# design 1

design_1/port_trees.png
(6 px per micron)
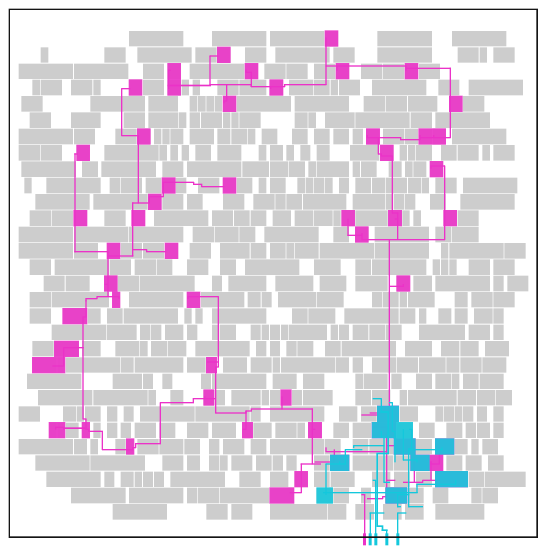
design_1/route_heat.png
(4 px per micron) 18 x 18 tiles, from white (low) to dark blue (high), scaled to the fullest tile. Values are wire area over tile area, all layers added.
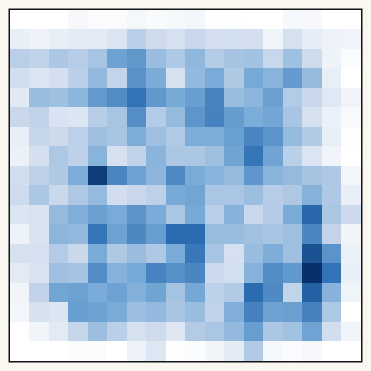
design_1/clock_wires.png
(6 px per micron)
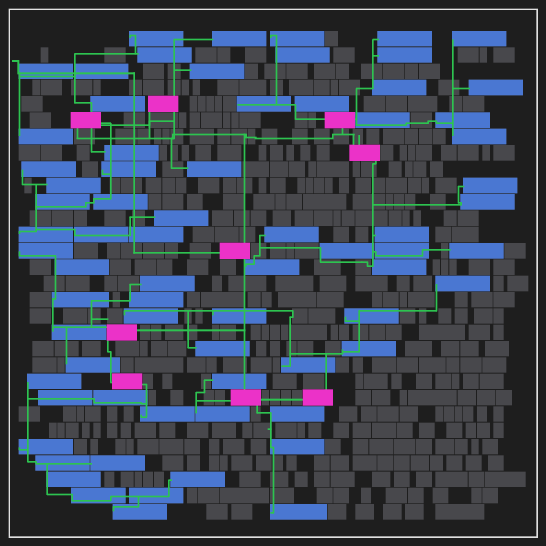
`src/rtl/seq_pkg.sv`:
```
// Shared definitions for the round-robin serial pattern detector.
package seq_pkg;

   // Default configuration of the detector.
   localparam int               DEF_PLEN    = 4;
   localparam logic [3:0]       DEF_PATTERN = 4'b1001;
   localparam int               DEF_CW      = 8;

   // Width of an index able to address n items (at least one bit).
   function automatic int idx_width(input int n);
      return (n <= 2) ? 1 : $clog2(n);
   endfunction

   // Per-channel detector context in the default configuration:
   // bit history (newest bit in the LSB), fill level, match count.
   typedef struct packed {
      logic [DEF_PLEN-2:0]            hist;
      logic [idx_width(DEF_PLEN)-1:0] fill;
      logic [DEF_CW-1:0]              cnt;
   } seq_ctx_t;

endpackage

```
`src/rtl/rr_arbiter.sv`:
```
// Combinational round-robin arbiter: the search begins at ptr and the first
// requesting channel wins. The pointer itself is kept by the parent.
module rr_arbiter
   import seq_pkg::*;
#(
   parameter  int NCH = 4,
   localparam int IW  = idx_width(NCH)
) (
   input  logic [NCH-1:0] req,
   input  logic [IW-1:0]  ptr,
   output logic [NCH-1:0] gnt,
   output logic [IW-1:0]  idx,
   output logic           any
);

   logic [IW-1:0] cand;

   // Scan channels ptr, ptr+1, ... (wrapping) and grant the first requester.
   always_comb begin
      // NOTE: combinational logic uses blocking assignments with every output
      // given a default first, so no path leaves a value held (no latch).
      gnt  = '0;
      idx  = '0;
      any  = 1'b0;
      cand = '0;
      for (int k = 0; k < NCH; k++) begin
         cand = IW'((int'(ptr) + k) % NCH);
         if (!any && req[cand]) begin
            any       = 1'b1;
            gnt[cand] = 1'b1;
            idx       = cand;
         end
      end
   end

endmodule

```
`src/rtl/seq_detect_sched.sv`:
```
// Shares one serial pattern-detector engine among NCH bit-serial channels.
// One channel is granted per cycle in round-robin order; its saved context
// (history, fill, match count) is advanced and matches are reported with
// the channel id one cycle later.
module seq_detect_sched
   import seq_pkg::*;
#(
   parameter  int              NCH         = 4,
   parameter  int              PLEN        = DEF_PLEN,
   parameter  logic [PLEN-1:0] PATTERN_RST = PLEN'(DEF_PATTERN),
   parameter  int              CW          = DEF_CW,
   localparam int              IW          = idx_width(NCH)
) (
   input  logic            clk,
   input  logic            reset,
   input  logic            cfg_we,
   input  logic [PLEN-1:0] cfg_pattern,
   input  logic [NCH-1:0]  ch_en,
   input  logic [NCH-1:0]  bit_valid,
   input  logic [NCH-1:0]  bit_in,
   output logic [NCH-1:0]  bit_ready,
   output logic            match_valid,
   output logic [IW-1:0]   match_ch,
   output logic [CW-1:0]   match_count,
   output logic [IW-1:0]   grant_ch
);

   localparam int            FW        = idx_width(PLEN);
   localparam logic [FW-1:0] FILL_FULL = FW'(PLEN - 1);
   localparam logic [CW-1:0] CNT_MAX   = '1;

   // Context record sized for this instance's PLEN and CW.
   typedef struct packed {
      logic [PLEN-2:0] hist;
      logic [FW-1:0]   fill;
      logic [CW-1:0]   cnt;
   } ctx_t;

   ctx_t            ctx [NCH];
   logic [PLEN-1:0] pattern;
   logic [IW-1:0]   ptr;

   logic [NCH-1:0]  req;
   logic [NCH-1:0]  gnt;
   logic [IW-1:0]   gnt_idx;
   logic            gnt_any;

   ctx_t            cur;
   logic            cur_bit;
   logic [PLEN-1:0] cand;
   logic            hit;
   logic [FW-1:0]   fill_next;
   logic [CW-1:0]   cnt_next;

   // Configuration writes and reset block every transfer.
   assign req       = bit_valid & ch_en & {NCH{~cfg_we & reset}};
   assign bit_ready = gnt;

   rr_arbiter #(.NCH(NCH)) u_arb (
      .req (req),
      .ptr (ptr),
      .gnt (gnt),
      .idx (gnt_idx),
      .any (gnt_any)
   );

   // Shared engine: evaluate the granted channel's context against the pattern.
   always_comb begin
      cur       = ctx[gnt_idx];
      cur_bit   = bit_in[gnt_idx];
      cand      = {cur.hist, cur_bit};
      hit       = gnt_any && (cur.fill == FILL_FULL) && (cand == pattern);
      fill_next = (cur.fill == FILL_FULL) ? cur.fill : cur.fill + 1'b1;
      cnt_next  = (cur.cnt == CNT_MAX) ? cur.cnt : cur.cnt + 1'b1;
   end

   // Per-channel contexts: cleared by reset/config, history dropped while
   // disabled, granted channel advanced.
   always_ff @(posedge clk or negedge reset) begin
      // NOTE: contexts live in flops with a reset, not a RAM, because every
      // channel must clear in the same cycle; state updates use <= only.
      if (!reset) begin
         for (int i = 0; i < NCH; i++) ctx[i] <= '0;
      end else if (cfg_we) begin
         for (int i = 0; i < NCH; i++) ctx[i] <= '0;
      end else begin
         for (int i = 0; i < NCH; i++) begin
            if (!ch_en[i]) begin
               ctx[i].hist <= '0;
               ctx[i].fill <= '0;
            end
         end
         if (gnt_any) begin
            ctx[gnt_idx].hist <= cand[PLEN-2:0];
            ctx[gnt_idx].fill <= fill_next;
            if (hit) ctx[gnt_idx].cnt <= cnt_next;
         end
      end
   end

   // Active pattern register, reloaded by a configuration write.
   always_ff @(posedge clk or negedge reset) begin
      if (!reset)      pattern <= PATTERN_RST;
      else if (cfg_we) pattern <= cfg_pattern;
   end

   // Round-robin pointer moves past the granted channel; debug grant id.
   always_ff @(posedge clk or negedge reset) begin
      if (!reset) begin
         ptr      <= '0;
         grant_ch <= '0;
      end else if (gnt_any) begin
         ptr      <= (gnt_idx == IW'(NCH - 1)) ? '0 : gnt_idx + 1'b1;
         grant_ch <= gnt_idx;
      end
   end

   // Registered match report; id and count hold between matches.
   always_ff @(posedge clk or negedge reset) begin
      if (!reset) begin
         match_valid <= 1'b0;
         match_ch    <= '0;
         match_count <= '0;
      end else begin
         match_valid <= hit;
         if (hit) begin
            match_ch    <= gnt_idx;
            match_count <= cnt_next;
         end
      end
   end

endmodule

```
`config.mk`:
```
export PLATFORM = sky130hd
export DESIGN_NAME = seq_detect_sched
export DESIGN_NICKNAME = d
export VERILOG_FILES = /design/src/rtl/seq_pkg.sv /design/src/rtl/rr_arbiter.sv /design/src/rtl/seq_detect_sched.sv
export SDC_FILE = /design/constraint.sdc
export NUM_CORES = 1
export LEC_CHECK = 0
export ABC_CLOCK_PERIOD_IN_PS = 4500
export CAP_MARGIN = 20
export CORE_UTILIZATION = 58
export DETAILED_ROUTE_END_ITERATION = 7
export GPL_ROUTABILITY_DRIVEN = 0
export HOLD_SLACK_MARGIN = 0.08
export PLACE_DENSITY = 0.78
export SYNTH_ARGS = -nofsm -noshare
export SYNTH_HDL_FRONTEND = slang
export SYNTH_SLANG_ARGS = --single-unit
```
`constraint.sdc`:
```
create_clock -name clk -period 4.5 [get_ports clk]
set_input_delay 1.35 -clock clk [delete_from_list [all_inputs] [get_ports clk]]
set_output_delay 1.35 -clock clk [all_outputs]
set_load 0.005 [all_outputs]
```
==> flow_summary.yaml <==
# synthesis and place-and-route metrics
outcome:
  status: "finished clean"
floorplanning:
  num_rows: 30
  chipHeight_microns: 87.7
  initCoreUtil_pct: 61.4
routing:
  vias: 3523
  route.met2.wl_mm: 4.97
  drt_drc_violations_left: 0
  wl_mm: 10.4
global_routing:
  grtUsageMet1_pct: 39.3
  grt_pass1_wl_mm: 16.9
  grt_usage_pct: 28.9
yosys:
  xor_area_share_pct: 1.03
  syn_nets: 443
  edf_count: 0
  synth.cellmix.simpleShare_pct: 21.1
  yosys.area.top_type: "dfrtp_1"
final_layout:
  design.seq.count: 71
  nFillCells: 474
  synthToLayoutAreaGrowth_pct: 26.7
placed_design:
  port_buffers: 35
critical_path:
  cp-end-kind: "output pin"
  cp_slowest_stage_delay_ps: 570
  r2r-end: "ctx[29]$_DFFE_PN0P_"
  r2r_slack_ps: 350
  cp_num_cells: 6
clock_network:
  cts-resized-gates: 37
  cts_buffers: 9
  hold_buffers: 0
  clock_path_buffers: 2
flow_run:
  drv_cap: 0
  warnings: 33
pwr:
  p_sw_share_pct: 36.0
final_timing:
  finalCriticalPeriod_ps: 4490
  max_slew.worst_pin.slew_ps: 551
worst_hold_path:
  holdPathEnd: "grant_ch[1]$_DFFE_PN0N_"
  holdPathStages: 2
## Picture notes: design_1/port_trees.png
[magenta] `cfg_we` | bits: 1 | direction: input | edge: bottom | end cells: 57 | buffers: 5 | wire: 493 microns
[cyan] `bit_valid` | bits: 4 | direction: input | edge: bottom | end cells: 10 | buffers: 7 | wire: 147 microns

## Picture notes: design_1/route_heat.png
mean over tiles: 0.21
densest ninth of the die: middle
fullest tile: 0.64

## Picture notes: design_1/clock_wires.png
[blue] flip-flops | count: 71
[magenta] clock-net drivers | count: 9
[green] clock wires | length: 866 microns
routed clock nets: 10
flops lie: widely spread


# design 2

design_2/congestion_map.png
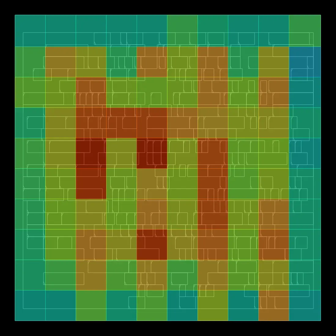
design_2/port_trees.png
(6 px per micron)
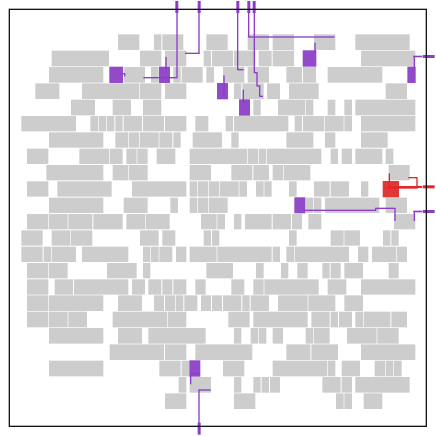
design_2/gates.png
(6 px per micron)
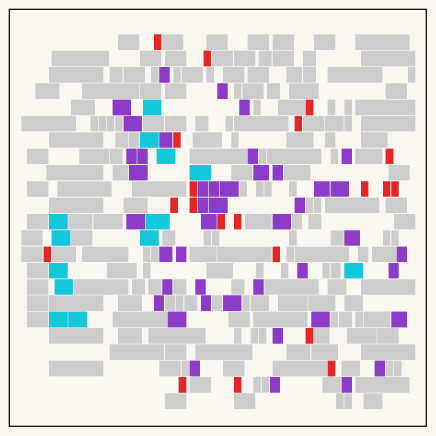
**src/rtl/reset_sequencer_pkg.sv**
```systemverilog
// Shared constants for the peripheral reset sequencer: state encoding,
// CSR register offsets, counter width and the STATUS byte layout.
package reset_sequencer_pkg;

  localparam int CNT_W = 8;
  localparam int IDX_W = 3;

  localparam logic [1:0] ST_IDLE  = 2'd0;
  localparam logic [1:0] ST_HOLD  = 2'd1;
  localparam logic [1:0] ST_STEP  = 2'd2;
  localparam logic [1:0] ST_PULSE = 2'd3;

  localparam logic [4:0] CTRL_OFS   = 5'd0;
  localparam logic [4:0] STATUS_OFS = 5'd1;

  // STATUS layout: {busy, 0, state[1:0], 0, idx[2:0]}
  function automatic logic [7:0] status_byte(input logic busy,
                                             input logic [1:0] st,
                                             input logic [IDX_W-1:0] idx);
    return {busy, 1'b0, st, 1'b0, idx};
  endfunction

endpackage

```
**src/rtl/reset_sequencer_ce_down_counter.sv**
```systemverilog
// Tick-enabled down counter shared by the HOLD, STEP and PULSE phases.
// A load wins over a decrement; the count parks at zero.
module ce_down_counter
  import reset_sequencer_pkg::*;
#(
  parameter int W = CNT_W
) (
  input  logic         clk,
  input  logic         rst,
  input  logic         ce,
  input  logic         load,
  input  logic [W-1:0] load_val,
  output logic         zero
);

  logic [W-1:0] cnt;

  always_ff @(posedge clk or posedge rst) begin
    if (rst) begin
      cnt <= '0;
    end else if (load) begin
      cnt <= load_val;
    end else if (ce && (cnt != '0)) begin
      cnt <= cnt - 1'b1;
    end
  end

  assign zero = (cnt == '0);

endmodule

```
**src/rtl/reset_sequencer.sv**
```systemverilog
// Holds all peripheral resets after power-on, releases them one by one at a
// programmable tick spacing, and lets software re-pulse single resets over CSR.
module reset_sequencer
  import reset_sequencer_pkg::*;
#(
  parameter logic [4:0]       BASE_ADDR  = 5'h0,
  parameter int               NUM_OUTS   = 6,
  parameter logic [CNT_W-1:0] HOLD_TICKS = 8'd32,
  parameter logic [CNT_W-1:0] STEP_TICKS = 8'd16
) (
  input  logic                clk,
  input  logic                rst,
  input  logic                ce,
  input  logic                start,
  input  logic [NUM_OUTS-1:0] hold_mask,
  input  logic [4:0]          csr_a,
  input  logic [7:0]          csr_di,
  input  logic                csr_we,
  output logic [7:0]          csr_do,
  output logic [NUM_OUTS-1:0] rst_out,
  output logic                busy,
  output logic                done
);

  logic [1:0]          state;
  logic [NUM_OUTS-1:0] rst_q;
  logic [NUM_OUTS-1:0] pending;
  logic [NUM_OUTS-1:0] pulse_set;
  logic [NUM_OUTS-1:0] rel_mask;
  logic [NUM_OUTS-1:0] wr_bits;
  logic [IDX_W-1:0]    idx;

  logic             ctrl_sel;
  logic             status_sel;
  logic             ctrl_wr;
  logic             svc_pulse;
  logic             seq_state;
  logic             tick;
  logic             is_last;
  logic             cnt_zero;
  logic             cnt_load;
  logic [CNT_W-1:0] cnt_load_val;
  logic             unused_csr_di;

  assign ctrl_sel   = (csr_a == BASE_ADDR + CTRL_OFS);
  assign status_sel = (csr_a == BASE_ADDR + STATUS_OFS);
  assign ctrl_wr    = csr_we && ctrl_sel;
  assign wr_bits    = ctrl_wr ? csr_di[NUM_OUTS-1:0] : '0;

  assign seq_state = (state == ST_HOLD) || (state == ST_STEP);
  assign svc_pulse = (state == ST_IDLE) && (pending != '0) && !start;
  assign tick      = ce && cnt_zero;
  assign is_last   = (idx == IDX_W'(NUM_OUTS - 1));

  // One-hot select of the output released at the current step
  always_comb begin
    rel_mask = '0;
    for (int i = 0; i < NUM_OUTS; i++) begin
      rel_mask[i] = (idx == IDX_W'(i));
    end
  end

  assign cnt_load     = start || svc_pulse || (seq_state && tick);
  assign cnt_load_val = (start || svc_pulse) ? HOLD_TICKS : STEP_TICKS;

  ce_down_counter #(
    .W(CNT_W)
  ) u_cnt (
    .clk      (clk),
    .rst      (rst),
    .ce       (ce),
    .load     (cnt_load),
    .load_val (cnt_load_val),
    .zero     (cnt_zero)
  );

  always_ff @(posedge clk or posedge rst) begin
    if (rst) begin
      state     <= ST_IDLE;
      rst_q     <= '1;
      pending   <= '0;
      pulse_set <= '0;
      idx       <= '0;
      busy      <= 1'b0;
      done      <= 1'b0;
    end else begin
      done    <= 1'b0;
      pending <= pending | wr_bits;
      if (start) begin
        // A start always restarts from scratch; queued pulses stay queued
        state <= ST_HOLD;
        rst_q <= '1;
        idx   <= '0;
        busy  <= 1'b1;
      end else begin
        case (state)
          ST_IDLE: begin
            if (pending != '0) begin
              state     <= ST_PULSE;
              busy      <= 1'b1;
              pulse_set <= pending;
              pending   <= wr_bits;
              rst_q     <= rst_q | pending;
            end
          end
          ST_HOLD, ST_STEP: begin
            if (tick) begin
              // A masked output keeps its reset latched so clearing the mask
              // later does not release it outside a release point
              rst_q <= (rst_q & ~rel_mask) | (hold_mask & rel_mask);
              idx   <= idx + 1'b1;
              if (is_last) begin
                state <= ST_IDLE;
                busy  <= 1'b0;
                done  <= 1'b1;
              end else begin
                state <= ST_STEP;
              end
            end
          end
          ST_PULSE: begin
            if (tick) begin
              rst_q <= (rst_q & ~pulse_set) | (hold_mask & pulse_set);
              state <= ST_IDLE;
              busy  <= 1'b0;
            end
          end
          default: begin
            state <= ST_IDLE;
          end
        endcase
      end
    end
  end

  assign rst_out = rst_q | hold_mask;

  always_comb begin
    csr_do = '0;
    if (ctrl_sel) begin
      csr_do[NUM_OUTS-1:0] = rst_out;
    end else if (status_sel) begin
      csr_do = status_byte(busy, state, idx);
    end
  end

  assign unused_csr_di = ^csr_di;

endmodule

```
**config.mk**
```make
export PLATFORM = sky130hd
export DESIGN_NAME = reset_sequencer
export DESIGN_NICKNAME = d
export VERILOG_FILES = /design/src/rtl/reset_sequencer_pkg.sv /design/src/rtl/reset_sequencer_ce_down_counter.sv /design/src/rtl/reset_sequencer.sv
export SDC_FILE = /design/constraint.sdc
export NUM_CORES = 1
export LEC_CHECK = 0
export CAP_MARGIN = 20
export CORE_MARGIN = 1.5
export CORE_UTILIZATION = 47
export DETAILED_ROUTE_END_ITERATION = 12
export GPL_ROUTABILITY_DRIVEN = 0
export PLACE_DENSITY_LB_ADDON = 0.15
export SLEW_MARGIN = 10
export SYNTH_ARGS = -nofsm -noshare
export SYNTH_HDL_FRONTEND = slang
export SYNTH_HIERARCHICAL = 1
export SYNTH_SLANG_ARGS = --single-unit
```
**constraint.sdc**
```tcl
create_clock -name clk -period 6.6 [get_ports clk]
set_input_delay 1.65 -clock clk [delete_from_list [all_inputs] [get_ports clk]]
set_output_delay 1.65 -clock clk [all_outputs]
set_load 0.01 [all_outputs]
```
==> flow_summary.yaml <==
# synthesis and place-and-route metrics
worst_hold_path:
  hold_class: "reg -> reg"
critical_path:
  critPathLaunchType: "input port"
  crit_slowest_cell: "clkdlybuf4s50_1"
  r2r-end: "u_cnt/cnt[3]$_DFFE_PP0P_"
  critical_path.top_delay_family: "buffers and inverters"
  crit_end: "csr_do[5]"
final_layout:
  nFillCells: 345
  largest-register: "u_cnt/cnt"
  logic_area_sq_um: 1150
  nNonClkInverters: 20
  mostFrequentLayoutCells: "clkdlybuf4s50_1, dfrtp_1, nand2_1"
  nNonClkBuffers: 37
  drive_above_1_share_pct: 10.9
  top_area_cell_class: "logic gates"
floorplanning:
  die_w_microns: 69.3
  pin_count: 40
global_routing:
  grt_max_degree: 26
  use_met2_pct: 31.9
  gr-total-overflow: 0
yosys:
  synth.cellmix.simpleShare_pct: 19.5
  async_reset_ff_share_pct: 100
  synthAdderAreaFrac_pct: 6.06
  aoi_share_pct: 19.1
clock_network:
  cts_buffers: 5
  cts_setup_buffers: 0
  hold_buffers: 0
routing:
  met1_length_mm: 2.23
  top_layer: "met4"
  route.met2.wl_mm: 2.21
pwr:
  power_clock_w: 0.000159
  power.group.top: "combinational logic"
  pwr-share-comb_pct: 45.2
final_timing:
  hold_violations: 0
  rsz0062_at_grt: "no"
  finalCriticalPeriod_ps: 5360
  drv_slew: 0
  finalSetupTns_ps: 0
outcome:
  status: "finished clean"
placed_design:
  port_buffers: 36
  dpl.hpwl_mm: 3.50
Notes on design_2/congestion_map.png above:
Routed WL per cell: 14.8 microns
Total GRT Usage: 20.1%
met1 usage in global routing: 26.8%

Notes on design_2/port_trees.png above:
[red] `rst` | bits: 1 | direction: input | edge: right | end cells: 2 | buffers: 1 | wire: 15.8 microns
[purple] `csr_do` | bits: 8 | direction: output | edge: 5 top, 2 right, 1 bottom | end cells: 8 | buffers: 7 | wire: 115 microns

Notes on design_2/gates.png above:
[red] inv cells | cells: 20 | most used: inv_1
[purple] aoi and oai cells | cells: 44 | most used: o21ai_0
[cyan] non-inverting ao/oa cells | cells: 13 | most used: a22o_1


# design 3

design_3/route_heat.png
(3 px per micron) 25 x 26 tiles, from white (low) to dark blue (high), scaled to the fullest tile. Values are wire area over tile area, all layers added.
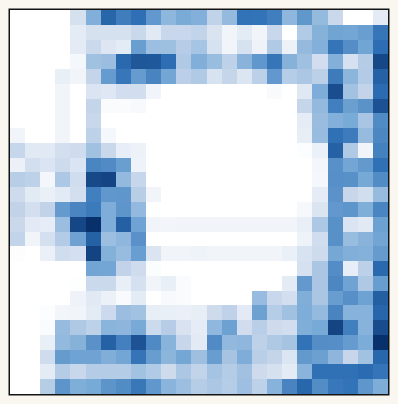
### src/rtl/mem_arbiter.sv
// mem_arbiter: shares one memory port between fetch reads, LSU reads and LSU writes, with a per-grant timeout watchdog
// Ports: clk, rst_n (async active-low); fetch read i_re/i_addr/i_sel -> i_data/i_ack;
// LSU read dr_re/dr_addr/dr_sel -> dr_data/dr_ack; LSU write dw_we/dw_addr/dw_sel/dw_data -> dw_ack;
// downstream mem_re/mem_we/mem_addr/mem_sel/mem_wdata <- mem_rdata/mem_ack; sticky timeout flag bus_err.
module mem_arbiter #(
  parameter int XLEN    = 32,
  parameter int TIMEOUT = 255
) (
  input  logic            clk,
  input  logic            rst_n,
  input  logic            i_re,
  input  logic [XLEN-1:0] i_addr,
  input  logic [3:0]      i_sel,
  output logic [XLEN-1:0] i_data,
  output logic            i_ack,
  input  logic            dr_re,
  input  logic [XLEN-1:0] dr_addr,
  input  logic [3:0]      dr_sel,
  output logic [XLEN-1:0] dr_data,
  output logic            dr_ack,
  input  logic            dw_we,
  input  logic [XLEN-1:0] dw_addr,
  input  logic [3:0]      dw_sel,
  input  logic [XLEN-1:0] dw_data,
  output logic            dw_ack,
  output logic            mem_re,
  output logic            mem_we,
  output logic [XLEN-1:0] mem_addr,
  output logic [3:0]      mem_sel,
  output logic [XLEN-1:0] mem_wdata,
  input  logic [XLEN-1:0] mem_rdata,
  input  logic            mem_ack,
  output logic            bus_err
);
  typedef enum logic [1:0] {IDLE, G_I, G_DR, G_DW} state_t;
  localparam int TW = $clog2(TIMEOUT + 1);
  state_t          state_q, state_d;
  logic            last_q, last_d;
  logic [TW-1:0]   timer_q, timer_d;
  logic            bus_err_q, bus_err_d;
  logic            busy, req, to, ack;
  assign busy = state_q != IDLE;
  assign req  = state_q == G_I ? i_re : state_q == G_DR ? dr_re : state_q == G_DW ? dw_we : 1'b0;
  // a dropped strobe is an abort, not a timeout; a timeout fakes a one-cycle ack
  assign to   = busy && req && !mem_ack && timer_q == TW'(TIMEOUT - 1);
  assign ack  = busy && (mem_ack || to);
  assign mem_re    = req && !to && (state_q == G_I || state_q == G_DR);
  assign mem_we    = req && !to && state_q == G_DW;
  assign mem_addr  = state_q == G_I ? i_addr : state_q == G_DR ? dr_addr : state_q == G_DW ? dw_addr : '0;
  assign mem_sel   = state_q == G_I ? i_sel : state_q == G_DR ? dr_sel : state_q == G_DW ? dw_sel : '0;
  assign mem_wdata = state_q == G_DW ? dw_data : '0;
  assign i_ack   = ack && state_q == G_I;
  assign dr_ack  = ack && state_q == G_DR;
  assign dw_ack  = ack && state_q == G_DW;
  assign i_data  = mem_rdata;
  assign dr_data = mem_rdata;
  assign bus_err = bus_err_q;
  always_comb begin
    state_d   = state_q;
    last_d    = last_q;
    timer_d   = timer_q;
    bus_err_d = bus_err_q | to;
    if (!busy) begin
      timer_d = '0;
      // data wins unless fetch is also waiting and data had the previous grant
      state_d = (dw_we || dr_re) && !(i_re && last_q) ? (dw_we ? G_DW : G_DR) : i_re ? G_I : IDLE;
    end else begin
      timer_d = &timer_q ? timer_q : timer_q + 1'b1;
      state_d = ack || !req ? IDLE : state_q;
      last_d  = ack ? state_q != G_I : last_q;
    end
  end
  always_ff @(posedge clk or negedge rst_n) begin
    if (!rst_n) begin
      state_q   <= IDLE;
      last_q    <= 1'b0;
      timer_q   <= '0;
      bus_err_q <= 1'b0;
    end else begin
      state_q   <= state_d;
      last_q    <= last_d;
      timer_q   <= timer_d;
      bus_err_q <= bus_err_d;
    end
  end
endmodule

### config.mk
export PLATFORM = sky130hd
export DESIGN_NAME = mem_arbiter
export DESIGN_NICKNAME = d
export VERILOG_FILES = /design/src/rtl/mem_arbiter.sv
export SDC_FILE = /design/constraint.sdc
export NUM_CORES = 1
export LEC_CHECK = 0
export CAP_MARGIN = 0
export CORE_AREA = 10 10 116 118
export DETAILED_ROUTE_END_ITERATION = 16
export DIE_AREA = 0 0 126 128
export PLACE_DENSITY = 0.79
export SLEW_MARGIN = 20
export SYNTH_ARGS = -nofsm -noshare
export SYNTH_HDL_FRONTEND = slang
export SYNTH_SLANG_ARGS = --single-unit
### constraint.sdc
create_clock -name clk -period 4.7 [get_ports clk]
set_input_delay 0.94 -clock clk [delete_from_list [all_inputs] [get_ports clk]]
set_output_delay 0.94 -clock clk [all_outputs]
set_load 0.1 [all_outputs]
==> flow_summary.yaml <==
# synthesis and place-and-route metrics
critical_path:
  critical_path.top_delay_family: "buffers and inverters"
  crit_type: "in -> out"
  crit_slowest_cell: "clkdlybuf4s50_1"
  r2r_slack_ps: 2730
  r2r-end: "last_q$_DFFE_PN0P_"
  reg2regPathDepth: 6
floorplanning:
  chipHeight_microns: 128
  initCoreUtil_pct: 18.8
  taps: 143
placed_design:
  port_buffers: 219
  dpl.hpwl_mm: 9.93
  dpl.cell_count: 587
final_layout:
  sh_comb_area_pct: 28.3
  nFillCells: 1118
  largest-register: "timer_q"
  top_area_cell_class: "buffers"
  comb_cells: 201
  regArea_sq_um: 300
  seq_share_pct: 7.03
routing:
  wl_per_cell_microns: 19.5
  drt_iter0_drc: 132
pwr:
  p_int_w: 0.00122
  pwr-share-comb_pct: 91.4
  p_sw_share_pct: 65.5
yosys:
  synth_flops: 12
  syn_area_sq_um: 2110
  ys_warn_count: 0
  flop_cell: "dfrtp_1"
  synthAdderAreaFrac_pct: 3.56
  common_cells: "buf_4, nand2_1, o21ai_0"
  edf_count: 0
  ys_sh_mux_pct: 0.475
clock_network:
  hold_buffers: 0
  cts-resized-gates: 0
  clock_sinks: 12
global_routing:
  grt_max_degree: 53
  grt_pass1_wl_mm: 16.5
  grt_usage_pct: 12.6
final_timing:
  slew_headroom_pct: 34.1
  period_used_pct: 75.6
  setup_viol: 0
  rsz0062_at_grt: "no"
outcome:
  status: "finished clean"
About design_3/route_heat.png:
mean over tiles: 0.12
fullest tile: 0.44
emptiest ninth of the die: middle


# design 4

<file path="src/rtl/fft_pkg.sv">
// Shared types and constants for the 4-point FFT/IFFT datapath.
// Twiddles are Q1.15 (re, im) pairs at the default 16-bit half width.
package fft_pkg;

   localparam int HALF = 16;

   typedef struct packed {
      logic signed [HALF-1:0] re;
      logic signed [HALF-1:0] im;
   } cplx_t;

   localparam cplx_t W0 = '{re: 16'sd32767, im: 16'sd0};
   localparam cplx_t W1 = '{re: 16'sd0, im: -16'sd32767};
   localparam cplx_t W2 = '{re: -16'sd32768, im: 16'sd0};
   localparam cplx_t W3 = '{re: 16'sd0, im: 16'sd32767};

   typedef enum logic [1:0] {
      LOAD = 2'd0,
      S1   = 2'd1,
      S2   = 2'd2,
      OUT  = 2'd3
   } state_t;

endpackage

</file>
<file path="src/rtl/butterfly.sv">
// Radix-2 butterfly: out0 = A + W*B, out1 = A - W*B.
// W*B is a Q1.15 complex product rounded to nearest (half up).
module butterfly #(
   parameter int WIDTH = 32
) (
   input  logic [WIDTH-1:0] a,
   input  logic [WIDTH-1:0] b,
   input  logic [WIDTH-1:0] w,
   output logic [WIDTH-1:0] out0,
   output logic [WIDTH-1:0] out1
);
   localparam int H = WIDTH / 2;
   localparam int P = 2 * H + 1;
   localparam logic signed [P-1:0] RND = P'(1) <<< (H - 2);

   logic signed [H-1:0] ar, ai, br, bi, wr, wi;
   logic signed [H-1:0] tr, ti;
   logic signed [H-1:0] s0r, s0i, s1r, s1i;
   logic signed [P-1:0] pr, pi;

   assign {ar, ai} = a;
   assign {br, bi} = b;
   assign {wr, wi} = w;

   always_comb begin
      pr  = P'(wr) * P'(br) - P'(wi) * P'(bi) + RND;
      pi  = P'(wr) * P'(bi) + P'(wi) * P'(br) + RND;
      tr  = H'(pr >>> (H - 1));
      ti  = H'(pi >>> (H - 1));
      s0r = ar + tr;
      s0i = ai + ti;
      s1r = ar - tr;
      s1i = ai - ti;
   end

   assign out0 = {s0r, s0i};
   assign out1 = {s1r, s1i};

endmodule

</file>
<file path="src/rtl/ifft4_seq.sv">
// Sequential 4-point inverse FFT: one butterfly time-shared over
// two radix-2 stages, 1/4 scaling by halving every operand.
module ifft4_seq
   import fft_pkg::*;
#(
   parameter int WIDTH = 32
) (
   input  logic             clk,
   input  logic             rst_n,
   input  logic             in_valid,
   output logic             in_ready,
   input  logic [WIDTH-1:0] in_data,
   output logic             out_valid,
   input  logic             out_ready,
   output logic [WIDTH-1:0] out_data,
   output logic             out_last
);
   localparam int H = WIDTH / 2;
   localparam logic [H-1:0] WMAX = {1'b0, {(H-1){1'b1}}};
   localparam logic [WIDTH-1:0] TW_W0 = {WMAX, {H{1'b0}}};
   localparam logic [WIDTH-1:0] TW_W3 = {{H{1'b0}}, WMAX};

   state_t           state_q, state_d;
   logic [1:0]       cnt_q, cnt_d, nxt;
   logic             step_q, step_d;
   logic [WIDTH-1:0] mem_q [4];
   logic [WIDTH-1:0] mem_d [4];
   logic [WIDTH-1:0] out_data_q, out_data_d;
   logic [1:0]       ia, ib;
   logic [WIDTH-1:0] op_a, op_b, tw, bf0, bf1;
   logic             in_fire, out_fire;

   function automatic logic [WIDTH-1:0] halve(input logic [WIDTH-1:0] x);
      return {$signed(x[WIDTH-1:H]) >>> 1, $signed(x[H-1:0]) >>> 1};
   endfunction

   always_ff @(posedge clk or negedge rst_n) begin
      if (!rst_n) begin
         state_q    <= LOAD;
         cnt_q      <= '0;
         step_q     <= 1'b0;
         out_data_q <= '0;
         for (int i = 0; i < 4; i++) mem_q[i] <= '0;
      end else begin
         state_q    <= state_d;
         cnt_q      <= cnt_d;
         step_q     <= step_d;
         out_data_q <= out_data_d;
         for (int i = 0; i < 4; i++) mem_q[i] <= mem_d[i];
      end
   end

   always_comb begin
      state_d = state_q;
      unique case (state_q)
         LOAD:    if (in_fire && cnt_q == 2'd3) state_d = S1;
         S1:      if (step_q) state_d = S2;
         S2:      if (step_q) state_d = OUT;
         OUT:     if (out_fire && cnt_q == 2'd3) state_d = LOAD;
         default: state_d = LOAD;
      endcase
   end

   always_comb begin
      in_ready  = (state_q == LOAD);
      out_valid = (state_q == OUT);
      out_last  = out_valid && (cnt_q == 2'd3);
   end

   assign in_fire  = in_valid && in_ready;
   assign out_fire = out_valid && out_ready;
   assign out_data = out_data_q;

   // Stage 1 pairs (0,2)/(1,3); stage 2 pairs (0,1)/(2,3).
   always_comb begin
      ia = {1'b0, step_q};
      ib = {1'b1, step_q};
      tw = TW_W0;
      if (state_q == S2) begin
         ia = {step_q, 1'b0};
         ib = {step_q, 1'b1};
         if (step_q) tw = TW_W3;
      end
      op_a = halve(mem_q[ia]);
      op_b = halve(mem_q[ib]);
   end

   butterfly #(.WIDTH(WIDTH)) u_bf (
      .a    (op_a),
      .b    (op_b),
      .w    (tw),
      .out0 (bf0),
      .out1 (bf1)
   );

   always_comb begin
      for (int i = 0; i < 4; i++) mem_d[i] = mem_q[i];
      cnt_d      = cnt_q;
      step_d     = 1'b0;
      out_data_d = out_data_q;
      nxt        = cnt_q + 2'd1;
      unique case (state_q)
         LOAD: begin
            if (in_fire) begin
               mem_d[cnt_q] = in_data;
               cnt_d        = nxt;
            end
         end
         S1, S2: begin
            mem_d[ia] = bf0;
            mem_d[ib] = bf1;
            step_d    = !step_q;
            if (state_q == S2 && step_q) out_data_d = mem_q[0];
         end
         OUT: begin
            // Results sit bit-reversed: x0,x2,x1,x3 in entries 0..3.
            if (out_fire) begin
               cnt_d = nxt;
               if (cnt_q != 2'd3) out_data_d = mem_q[{nxt[0], nxt[1]}];
            end
         end
         default: ;
      endcase
   end

endmodule

</file>
<file path="config.mk">
export PLATFORM = sky130hd
export DESIGN_NAME = ifft4_seq
export DESIGN_NICKNAME = d
export VERILOG_FILES = /design/src/rtl/fft_pkg.sv /design/src/rtl/butterfly.sv /design/src/rtl/ifft4_seq.sv
export SDC_FILE = /design/constraint.sdc
export NUM_CORES = 2
export LEC_CHECK = 0
export ABC_AREA = 1
export ABC_CLOCK_PERIOD_IN_PS = 14800
export CAP_MARGIN = 20
export CORE_UTILIZATION = 35
export DETAILED_ROUTE_END_ITERATION = 8
export GPL_TIMING_DRIVEN = 0
export SYNTH_ARGS = -nofsm -noshare
export SYNTH_HDL_FRONTEND = slang
export SYNTH_SLANG_ARGS = --single-unit
</file>
<file path="constraint.sdc">
create_clock -name clk -period 14.8 [get_ports clk]
set_input_delay 2.96 -clock clk [delete_from_list [all_inputs] [get_ports clk]]
set_output_delay 2.96 -clock clk [all_outputs]
set_load 0.02 [all_outputs]
</file>
design_4/congestion_map.png
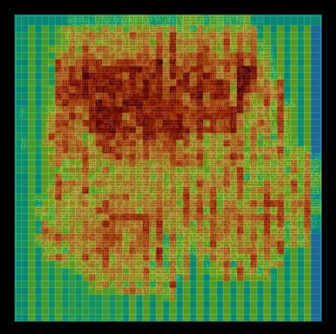
Total GRT Usage: 27.0%
Routed WL per cell: 23.1 microns

design_4/port_trees.png
(1.5 px per micron)
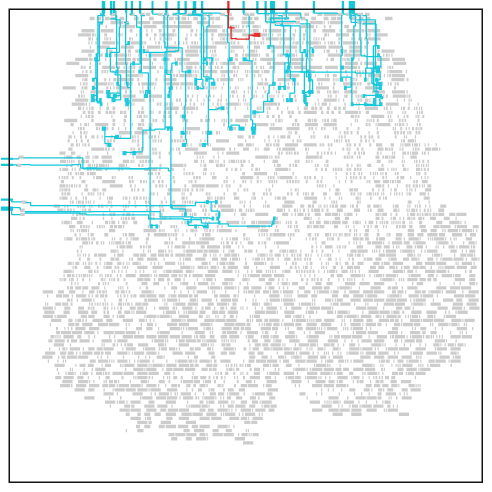
[red] `out_valid` | bits: 1 | direction: output | edge: top | end cells: 1 | buffers: 1 | wire: 48.3 microns
[cyan] `in_data` | bits: 32 | direction: input | edge: 27 top, 5 left | end cells: 128 | buffers: 32 | wire: 3440 microns

==> flow_summary.yaml <==
# synthesis and place-and-route metrics
floorplanning:
  num_rows: 114
  dieArea_sq_um: 98800
  initCoreUtil_pct: 35.3
global_routing:
  grt_max_degree: 93
  first_global_vias: 31524
  use_met2_pct: 41.2
  gr-total-overflow: 0
placed_design:
  pre_cts_slack_ps: 738
yosys:
  yosys.area.top_type: "fa_1"
  synth_area_per_cell_sq_um: 7.85
  synthAdderAreaFrac_pct: 42.4
  synth.cellmix.simpleShare_pct: 13.0
  syn_area_sq_um: 34200
routing:
  route.met2.wl_mm: 56.9
  drt_drc_violations_left: 0
  met1_length_mm: 56.9
  vias_per_cell: 5.43
final_layout:
  diodes: 0
  seq_share_pct: 11.1
  final_common_cell: "inv_1"
  design.seq.count: 165
critical_path:
  crit_slowest_cell: "clkbuf_1"
  cp_data_required_time_ps: 15190
  reg2regPathDepth: 47
  crit_start: "state_q[0]$_DFFE_PN0P_"
  crit_type: "reg -> reg"
clock_network:
  root_buffer: "clkbuf_16"
  cts_tree: "yes"
final_timing:
  setup_viol: 0
  max_slew.worst_pin.slew_ps: 1270
worst_hold_path:
  holdPathEnd: "mem_q[16]$_DFFE_PN0P_"
outcome:
  status: "finished clean"
design_4/route_heat.png
(1 px per micron) 31 x 31 tiles, from white (low) to dark blue (high), scaled to the fullest tile. Values are wire area over tile area, all layers added.
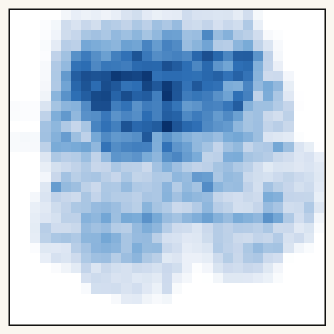
tiles over half the peak: 20%
densest ninth of the die: top middle
mean over tiles: 0.23
fullest tile: 0.80
nearly empty tiles: 26%


# design 5

design_5/congestion_map.png
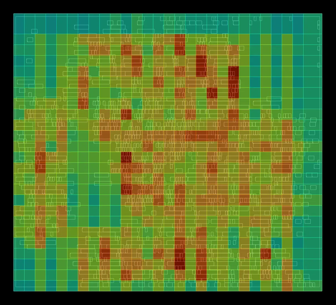
==> src/rtl/dnn_pkg.sv <==
// Shared types and helpers for the DNN result collector: result width rule,
// the per-entry record layout and the statistics counter width.
package dnn_pkg;

    localparam int RES_CNT_W = 16;
    localparam int DEF_I_W   = 7;

    function automatic int ow(input int i_w);
        return i_w + 13;
    endfunction

    localparam int DEF_OW = ow(DEF_I_W);

    // Record layout at the default datapath width; the collector builds the
    // same layout at its own I_W and hands it to the FIFO as a type parameter.
    typedef struct packed {
        logic              cls;
        logic [DEF_OW-1:0] score0;
        logic [DEF_OW-1:0] score1;
        logic [DEF_OW:0]   margin;
    } dnn_res_t;

endpackage

==> src/rtl/dnn_res_fifo.sv <==
// Synchronous FIFO of result records with occupancy count; a push into a full
// FIFO is accepted only when a pop frees the head slot in the same cycle.
module dnn_res_fifo
    import dnn_pkg::*;
#(
    parameter int  DEPTH = 4,
    parameter type T     = dnn_res_t,
    localparam int PW    = $clog2(DEPTH),
    localparam int CW    = PW + 1
) (
    input  logic          clk,
    input  logic          rst_n,
    input  logic          push,
    input  logic          pop,
    input  T              din,
    output T              dout,
    output logic          full,
    output logic          empty,
    output logic [CW-1:0] count
);

    T              mem [DEPTH];
    logic [PW-1:0] wr_ptr;
    logic [PW-1:0] rd_ptr;
    logic          wr_en;
    logic          rd_en;

    assign full  = (count == CW'(DEPTH));
    assign empty = (count == '0);
    assign rd_en = pop & ~empty;
    assign wr_en = push & (~full | rd_en);

    // Empty FIFO presents an all-zero record rather than stale memory.
    assign dout = empty ? '0 : mem[rd_ptr];

    always_ff @(posedge clk) begin
        if (wr_en) mem[wr_ptr] <= din;
    end

    always_ff @(posedge clk or negedge rst_n) begin
        if (!rst_n) begin
            wr_ptr <= '0;
            rd_ptr <= '0;
            count  <= '0;
        end else begin
            if (wr_en) wr_ptr <= wr_ptr + 1'b1;
            if (rd_en) rd_ptr <= rd_ptr + 1'b1;
            case ({wr_en, rd_en})
                2'b10:   count <= count + 1'b1;
                2'b01:   count <= count - 1'b1;
                default: count <= count;
            endcase
        end
    end

endmodule

==> src/rtl/dnn_result_collector.sv <==
// Captures each new DNN result once (rising edge of both readies), classifies it
// by argmax, buffers it and streams it out. Optional stats: DNN_RES_STATS_EN.
module dnn_result_collector
    import dnn_pkg::*;
#(
    parameter int  I_W   = 7,
    parameter int  DEPTH = 4,
    localparam int OW    = ow(I_W),
    localparam int CW    = $clog2(DEPTH) + 1
) (
    input  logic                 clk,
    input  logic                 rst_n,
    input  logic signed [OW-1:0] out0,
    input  logic signed [OW-1:0] out1,
    input  logic                 out0_ready,
    input  logic                 out1_ready,
    output logic                 m_valid,
    input  logic                 m_ready,
    output logic                 m_class,
    output logic [OW-1:0]        m_score0,
    output logic [OW-1:0]        m_score1,
    output logic [OW:0]          m_margin,
    output logic [CW-1:0]        count,
    output logic                 ovf,
    output logic [RES_CNT_W-1:0] res_cnt
);

    if (DEPTH < 2 || DEPTH > 16 || (DEPTH & (DEPTH - 1)) != 0) begin : g_bad_depth
        $error("dnn_result_collector: DEPTH must be a power of two in 2..16");
    end

    typedef struct packed {
        logic          cls;
        logic [OW-1:0] score0;
        logic [OW-1:0] score1;
        logic [OW:0]   margin;
    } res_t;

    logic        both, both_q, push, pop, full, empty, accept;
    logic [OW:0] diff;
    res_t        wr_res, head;

    assign both = out0_ready & out1_ready;
    assign push = both & ~both_q;

    always_ff @(posedge clk or negedge rst_n) begin
        if (!rst_n) both_q <= 1'b0;
        else        both_q <= both;
    end

    // Sign-extend by one bit so the difference can never overflow.
    assign diff = {out0[OW-1], out0} - {out1[OW-1], out1};

    always_comb begin
        wr_res        = '0;
        wr_res.cls    = (out1 > out0);
        wr_res.score0 = out0;
        wr_res.score1 = out1;
        wr_res.margin = diff[OW] ? (~diff + 1'b1) : diff;
    end

    assign pop    = m_valid & m_ready;
    assign accept = push & (~full | pop);

    dnn_res_fifo #(.DEPTH(DEPTH), .T(res_t)) u_fifo (
        .clk   (clk),
        .rst_n (rst_n),
        .push  (push),
        .pop   (pop),
        .din   (wr_res),
        .dout  (head),
        .full  (full),
        .empty (empty),
        .count (count)
    );

    assign m_valid  = ~empty;
    assign m_class  = head.cls;
    assign m_score0 = head.score0;
    assign m_score1 = head.score1;
    assign m_margin = head.margin;

    always_ff @(posedge clk or negedge rst_n) begin
        if (!rst_n)                   ovf <= 1'b0;
        else if (push & full & ~pop)  ovf <= 1'b1;
    end

`ifdef DNN_RES_STATS_EN
    always_ff @(posedge clk or negedge rst_n) begin
        if (!rst_n)                    res_cnt <= '0;
        else if (accept & wr_res.cls)  res_cnt <= res_cnt + 1'b1;
    end
`else
    logic unused_accept;
    assign unused_accept = accept;
    assign res_cnt       = '0;
`endif

endmodule

==> config.mk <==
export PLATFORM = sky130hd
export DESIGN_NAME = dnn_result_collector
export DESIGN_NICKNAME = d
export VERILOG_FILES = /design/src/rtl/dnn_pkg.sv /design/src/rtl/dnn_res_fifo.sv /design/src/rtl/dnn_result_collector.sv
export SDC_FILE = /design/constraint.sdc
export NUM_CORES = 1
export LEC_CHECK = 0
export ABC_AREA = 1
export CAP_MARGIN = 20
export CORE_ASPECT_RATIO = 0.9
export CORE_UTILIZATION = 35
export CTS_CLUSTER_DIAMETER = 30
export DETAILED_ROUTE_END_ITERATION = 6
export PLACE_DENSITY = 0.62
export SETUP_SLACK_MARGIN = 0.02
export SKIP_LAST_GASP = 1
export SLEW_MARGIN = 5
export SYNTH_ARGS = -nofsm -noshare
export SYNTH_HDL_FRONTEND = slang
export SYNTH_SLANG_ARGS = --single-unit
==> constraint.sdc <==
create_clock -name clk -period 12.45 [get_ports clk]
set_input_delay 2.49 -clock clk [delete_from_list [all_inputs] [get_ports clk]]
set_output_delay 2.49 -clock clk [all_outputs]
set_load 0.05 [all_outputs]
==> flow_summary.yaml <==
# synthesis and place-and-route metrics
worst_hold_path:
  hold_class: "reg -> reg"
  holdPathStages: 1
final_timing:
  rsz0062_at_grt: "no"
  setup_ws_ps: 6150
  max_slew.worst_pin.slew_ps: 983
pwr:
  totalPowerFinal_w: 0.00431
  pwr-share-seq_pct: 26.0
  power.leakage_nw: 5.98
  p_per_area_nw_per_um2: 277
  vdd_drop_max_uv: 158
yosys:
  synth_cell_types: 35
  synth.cellmix.simpleShare_pct: 17.3
  async_reset_ff_share_pct: 3.50
  synth_seq_share_pct: 63.2
  ys_area_sq_um: 12100
critical_path:
  worstPathCellList: "inv_2 > buf_12 > buf_4 > o21ai_0 > a21oi_1 > clkdlybuf4s50_1"
  reg2regPathDepth: 11
  crit_slowest_cell: "clkdlybuf4s50_1"
  cp-end-kind: "output pin"
routing:
  top_layer: "met4"
  wl_mm: 30.6
  drt_drc_violations_left: 0
  met1_length_mm: 14.0
placed_design:
  dpl.cell_count: 1745
global_routing:
  antenna_found_initial: 0
  use_met2_pct: 28.7
final_layout:
  logic_area_sq_um: 3830
  final_common_cell: "nor2_1"
  diodes: 0
  nNonClkBuffers: 121
  top_area_cell_class: "registers"
  nets: 1415
floorplanning:
  taps: 462
  chipHeight_microns: 179
  num_rows: 64
clock_network:
  path_clk_slew_ps: 50
outcome:
  status: "finished clean"
flow_run:
  warnings: 30
## Picture notes: design_5/congestion_map.png
Total GRT Usage: 17.4%
busiest layer in global routing: met2
Routed WL per cell: 16.5 microns
M3 GR Usage: 3.59%
met1 usage in global routing: 23.1%


# design 6

[src/rtl/serial_sub_ctrl_if.sv]
// Handshake and result bundle for the bit-serial subtractor controller.
// Carries the ovf result only when SERIAL_SUB_OVF_EN is defined.
interface serial_sub_ctrl_if #(
    parameter int WIDTH = 8
);
    logic             start;
    logic [WIDTH-1:0] a_in;
    logic [WIDTH-1:0] b_in;
    logic             bin;
    logic             busy;
    logic             done;
    logic [WIDTH-1:0] diff;
    logic             bout;
`ifdef SERIAL_SUB_OVF_EN
    logic             ovf;

    modport master (
        output start, a_in, b_in, bin,
        input  busy, done, diff, bout, ovf
    );
    modport slave (
        input  start, a_in, b_in, bin,
        output busy, done, diff, bout, ovf
    );
`else
    modport master (
        output start, a_in, b_in, bin,
        input  busy, done, diff, bout
    );
    modport slave (
        input  start, a_in, b_in, bin,
        output busy, done, diff, bout
    );
`endif
endinterface

[src/rtl/serial_sub_ctrl.sv]
// Bit-serial WIDTH-bit subtractor: one full_sub cell, LSB first, result after WIDTH shifts.
// Optional signed-overflow output enabled by defining SERIAL_SUB_OVF_EN.
module full_sub (
    input  logic a,
    input  logic b,
    input  logic cin,
    output logic diff,
    output logic borrow
);
    assign diff   = a ^ b ^ cin;
    assign borrow = (~a & b) | (~(a ^ b) & cin);
endmodule

// state    | meaning
// ST_IDLE  | waiting for start, outputs hold last result
// ST_SHIFT | one bit pair through the cell per clock
// ST_DONE  | result just updated, done high for this cycle
module serial_sub_ctrl #(
    parameter int WIDTH = 8
) (
    input  logic              clk,
    input  logic              rst_n,
    serial_sub_ctrl_if.slave  bus
);
    localparam int CW = (WIDTH > 1) ? $clog2(WIDTH) : 1;

    typedef enum logic [1:0] {
        ST_IDLE  = 2'd0,
        ST_SHIFT = 2'd1,
        ST_DONE  = 2'd2
    } state_t;

    state_t           state;
    state_t           state_nxt;
    logic [WIDTH-1:0] a_sr;
    logic [WIDTH-1:0] b_sr;
    logic [WIDTH-1:0] res_sr;
    logic [WIDTH-1:0] diff_q;
    logic [CW-1:0]    cnt;
    logic             borrow_reg;
    logic             bout_q;
    logic             cell_diff;
    logic             cell_borrow;
    logic             accept;
    logic             last_bit;
`ifdef SERIAL_SUB_OVF_EN
    logic             ovf_q;
`endif

    full_sub u_cell (
        .a      (a_sr[0]),
        .b      (b_sr[0]),
        .cin    (borrow_reg),
        .diff   (cell_diff),
        .borrow (cell_borrow)
    );

    assign accept   = bus.start && (state == ST_IDLE || state == ST_DONE);
    assign last_bit = (cnt == CW'(WIDTH - 1));

    always_ff @(posedge clk or negedge rst_n) begin
        if (!rst_n) begin
            state <= ST_IDLE;
        end else begin
            state <= state_nxt;
        end
    end

    always_comb begin
        state_nxt = state;
        case (state)
            ST_IDLE:  if (accept) state_nxt = ST_SHIFT;
            ST_SHIFT: if (last_bit) state_nxt = ST_DONE;
            ST_DONE:  state_nxt = accept ? ST_SHIFT : ST_IDLE;
            default:  state_nxt = ST_IDLE;
        endcase
    end

    // Result bits enter from the MSB side so the first (LSB) bit lands at [0] after WIDTH shifts.
    always_ff @(posedge clk or negedge rst_n) begin
        if (!rst_n) begin
            a_sr       <= '0;
            b_sr       <= '0;
            res_sr     <= '0;
            diff_q     <= '0;
            cnt        <= '0;
            borrow_reg <= 1'b0;
            bout_q     <= 1'b0;
`ifdef SERIAL_SUB_OVF_EN
            ovf_q      <= 1'b0;
`endif
        end else if (accept) begin
            a_sr       <= bus.a_in;
            b_sr       <= bus.b_in;
            borrow_reg <= bus.bin;
            cnt        <= '0;
        end else if (state == ST_SHIFT) begin
            a_sr       <= a_sr >> 1;
            b_sr       <= b_sr >> 1;
            borrow_reg <= cell_borrow;
            res_sr     <= {cell_diff, res_sr[WIDTH-1:1]};
            cnt        <= cnt + CW'(1);
            if (last_bit) begin
                diff_q <= {cell_diff, res_sr[WIDTH-1:1]};
                bout_q <= cell_borrow;
`ifdef SERIAL_SUB_OVF_EN
                // Borrow into vs. out of the sign cell disagree exactly on signed overflow.
                ovf_q  <= borrow_reg ^ cell_borrow;
`endif
            end
        end
    end

    assign bus.busy = (state == ST_SHIFT);
    assign bus.done = (state == ST_DONE);
    assign bus.diff = diff_q;
    assign bus.bout = bout_q;
`ifdef SERIAL_SUB_OVF_EN
    assign bus.ovf  = ovf_q;
`endif
endmodule

[src/flat_wrapper.sv]
// flat-port wrapper written by rule: the top's interface ports become plain ports
module serial_sub_ctrl_flat 
#(
    parameter int WIDTH = 8
)
  (clk, rst_n, bus_start, bus_a_in, bus_b_in, bus_bin, bus_busy, bus_done, bus_diff, bus_bout);
  serial_sub_ctrl_if #(.WIDTH(WIDTH)) bus_i ();
  input  logic clk;
  input  logic rst_n;
  input wire logic [$bits(bus_i.start)-1:0] bus_start;
  input wire logic [$bits(bus_i.a_in)-1:0] bus_a_in;
  input wire logic [$bits(bus_i.b_in)-1:0] bus_b_in;
  input wire logic [$bits(bus_i.bin)-1:0] bus_bin;
  output wire logic [$bits(bus_i.busy)-1:0] bus_busy;
  output wire logic [$bits(bus_i.done)-1:0] bus_done;
  output wire logic [$bits(bus_i.diff)-1:0] bus_diff;
  output wire logic [$bits(bus_i.bout)-1:0] bus_bout;
  assign bus_i.start = bus_start;
  assign bus_i.a_in = bus_a_in;
  assign bus_i.b_in = bus_b_in;
  assign bus_i.bin = bus_bin;
  assign bus_busy = bus_i.busy;
  assign bus_done = bus_i.done;
  assign bus_diff = bus_i.diff;
  assign bus_bout = bus_i.bout;
  serial_sub_ctrl #(.WIDTH(WIDTH)) u_core (.clk(clk), .rst_n(rst_n), .bus(bus_i));
endmodule
[config.mk]
export PLATFORM = sky130hd
export DESIGN_NAME = serial_sub_ctrl_flat
export DESIGN_NICKNAME = d
export VERILOG_FILES = /design/src/rtl/serial_sub_ctrl_if.sv /design/src/rtl/serial_sub_ctrl.sv /design/src/flat_wrapper.sv
export SDC_FILE = /design/constraint.sdc
export NUM_CORES = 1
export LEC_CHECK = 0
export ABC_AREA = 1
export CORE_MARGIN = 2
export CORE_UTILIZATION = 45
export CTS_BUF_LIST = sky130_fd_sc_hd__clkbuf_8
export DETAILED_ROUTE_END_ITERATION = 10
export PLACE_DENSITY = 0.66
export RECOVER_POWER = 50
export SYNTH_ARGS = -nofsm -noshare
export SYNTH_HDL_FRONTEND = slang
export SYNTH_SLANG_ARGS = --single-unit
export TNS_END_PERCENT = 1
[constraint.sdc]
create_clock -name clk -period 2.11 [get_ports clk]
set_input_delay 0.211 -clock clk [delete_from_list [all_inputs] [get_ports clk]]
set_output_delay 0.211 -clock clk [all_outputs]
set_load 0.05 [all_outputs]
==> flow_summary.yaml <==
# synthesis and place-and-route metrics
outcome:
  status: "finished clean"
final_timing:
  clock.fmax_mhz: 605
  rsz0062_at_grt: "no"
  hold_violations: 0
  finalSetupTns_ps: 0
clock_network:
  cts_buffers: 5
  hold_buffers: 0
  root_buffer: "clkbuf_8"
final_layout:
  nNonClkBuffers: 33
  drive_above_1_share_pct: 9.16
  fin_area_sq_um: 2270
  final_cells: 301
  final_core_util_pct: 57.7
placed_design:
  place_area_sq_um: 2130
  port_buffers: 30
critical_path:
  arrival_ps: 1440
  critPathLaunchType: "flip-flop"
  crit_start: "u_core.bus.diff[2]$_DFFE_PN0P_"
  crit_slowest_cell: "clkdlybuf4s50_1"
  worstPathCellList: "clkdlybuf4s50_1"
  critPathMaxFanout: 2
  critical_path.top_delay_family: "buffers and inverters"
pwr:
  switchingPower_w: 0.00149
  clkPwrFrac_pct: 20.6
  vdd_drop_max_uv: 640
  pwr-share-comb_pct: 45.4
flow_run:
  warnings: 26
yosys:
  ys_sh_mux_pct: 0
  synthTopCellsByArea: "dfrtp_1, nand2_1, nand3_1, inv_1, nor2_1"
  aoi_share_pct: 2.67
  synth_flops: 38
floorplanning:
  initCoreUtil_pct: 46.4
  die_w_microns: 67.8
  taps: 50
global_routing:
  top_usage_layer: "met2"
routing:
  vias_per_cell: 4.62
design_6/route_heat.png
(6 px per micron) 14 x 14 tiles, from white (low) to dark blue (high), scaled to the fullest tile. Values are wire area over tile area, all layers added.
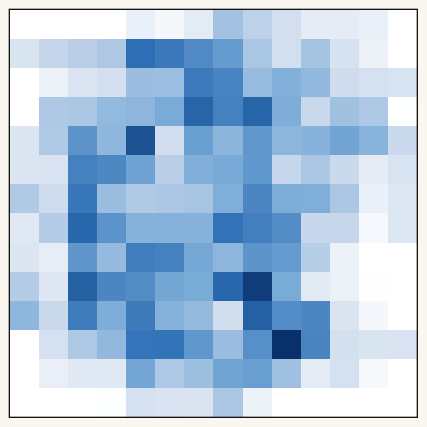
mean over tiles: 0.12
nearly empty tiles: 13%
fullest tile: 0.34
tiles over half the peak: 26%

design_6/gates.png
(6 px per micron)
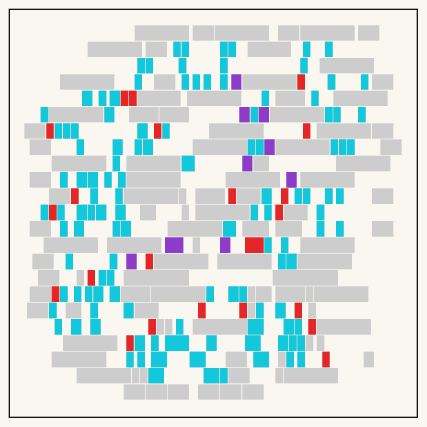
[purple] aoi and oai cells | cells: 9 | most used: o21ai_0
[cyan] nand cells | cells: 119 | most used: nand2_1 | where: widely spread
[red] inv cells | cells: 22 | most used: inv_1



==> screenshots <==
Clock distribution.
image #1
(6 px per micron)
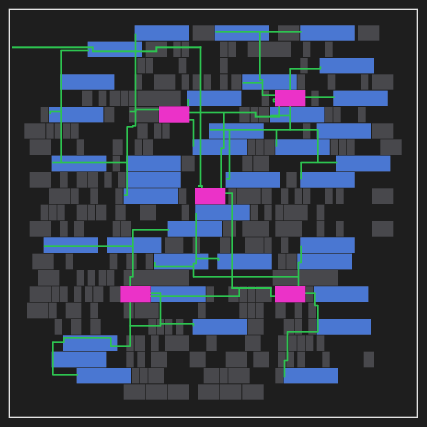
image #2
(4 px per micron)
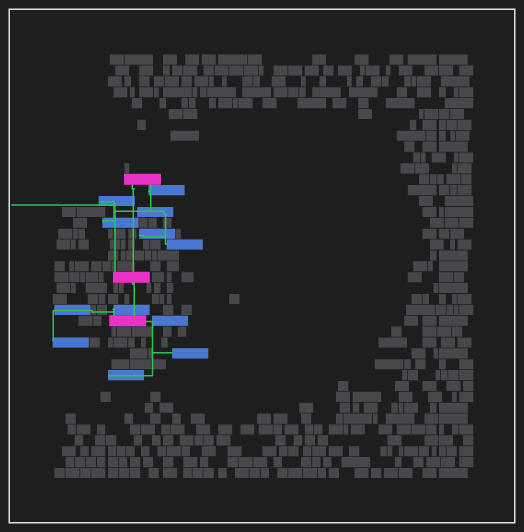
image #3
(2 px per micron)
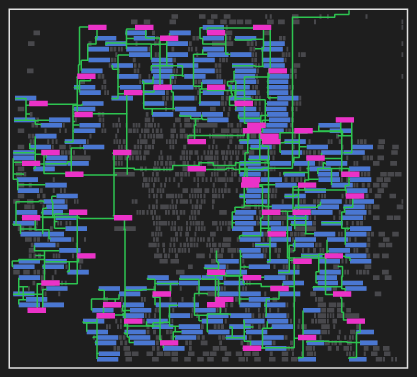
image #4
(6 px per micron)
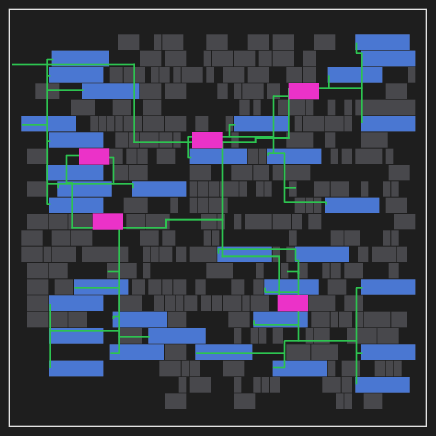
image #5
(1.5 px per micron)
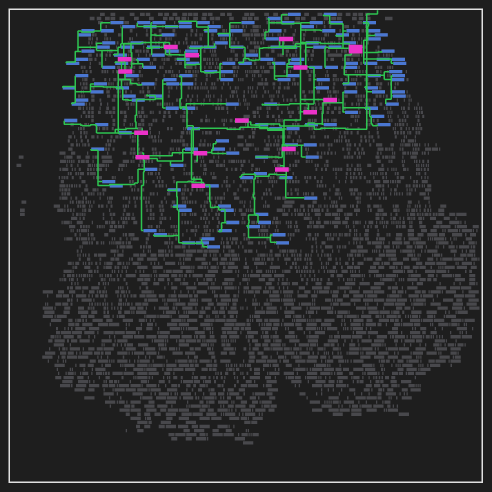
Image #4 comes from design 2.
Image #3 comes from design 5.
Image #1 comes from design 6.
Image #5 comes from design 4.
Image #2 comes from design 3.
- fewest sequential cells: image #2
- most sequential cells: image #3


==> layout pictures side by side <==
Track usage over the die.
Plate I
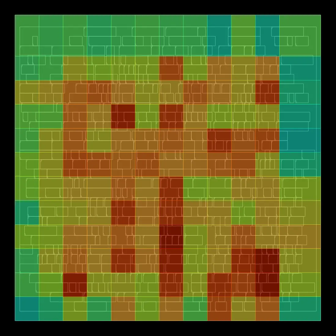
Plate II
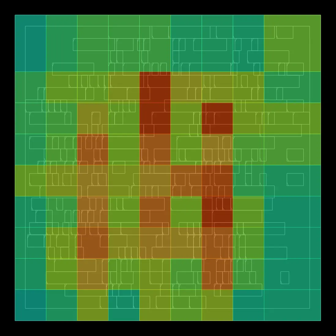
Plate III
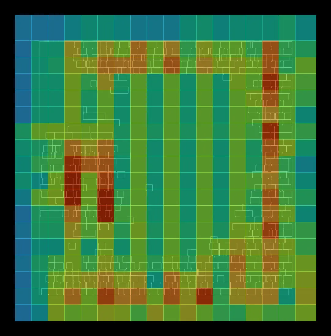
| picture | from |
|---|---|
| Plate III | design 3 |
| Plate II | design 6 |
| Plate I | design 1 |
- highest utilization: Plate I
- least wire per cell: Plate II

Power and IR drop assume default switching activity.
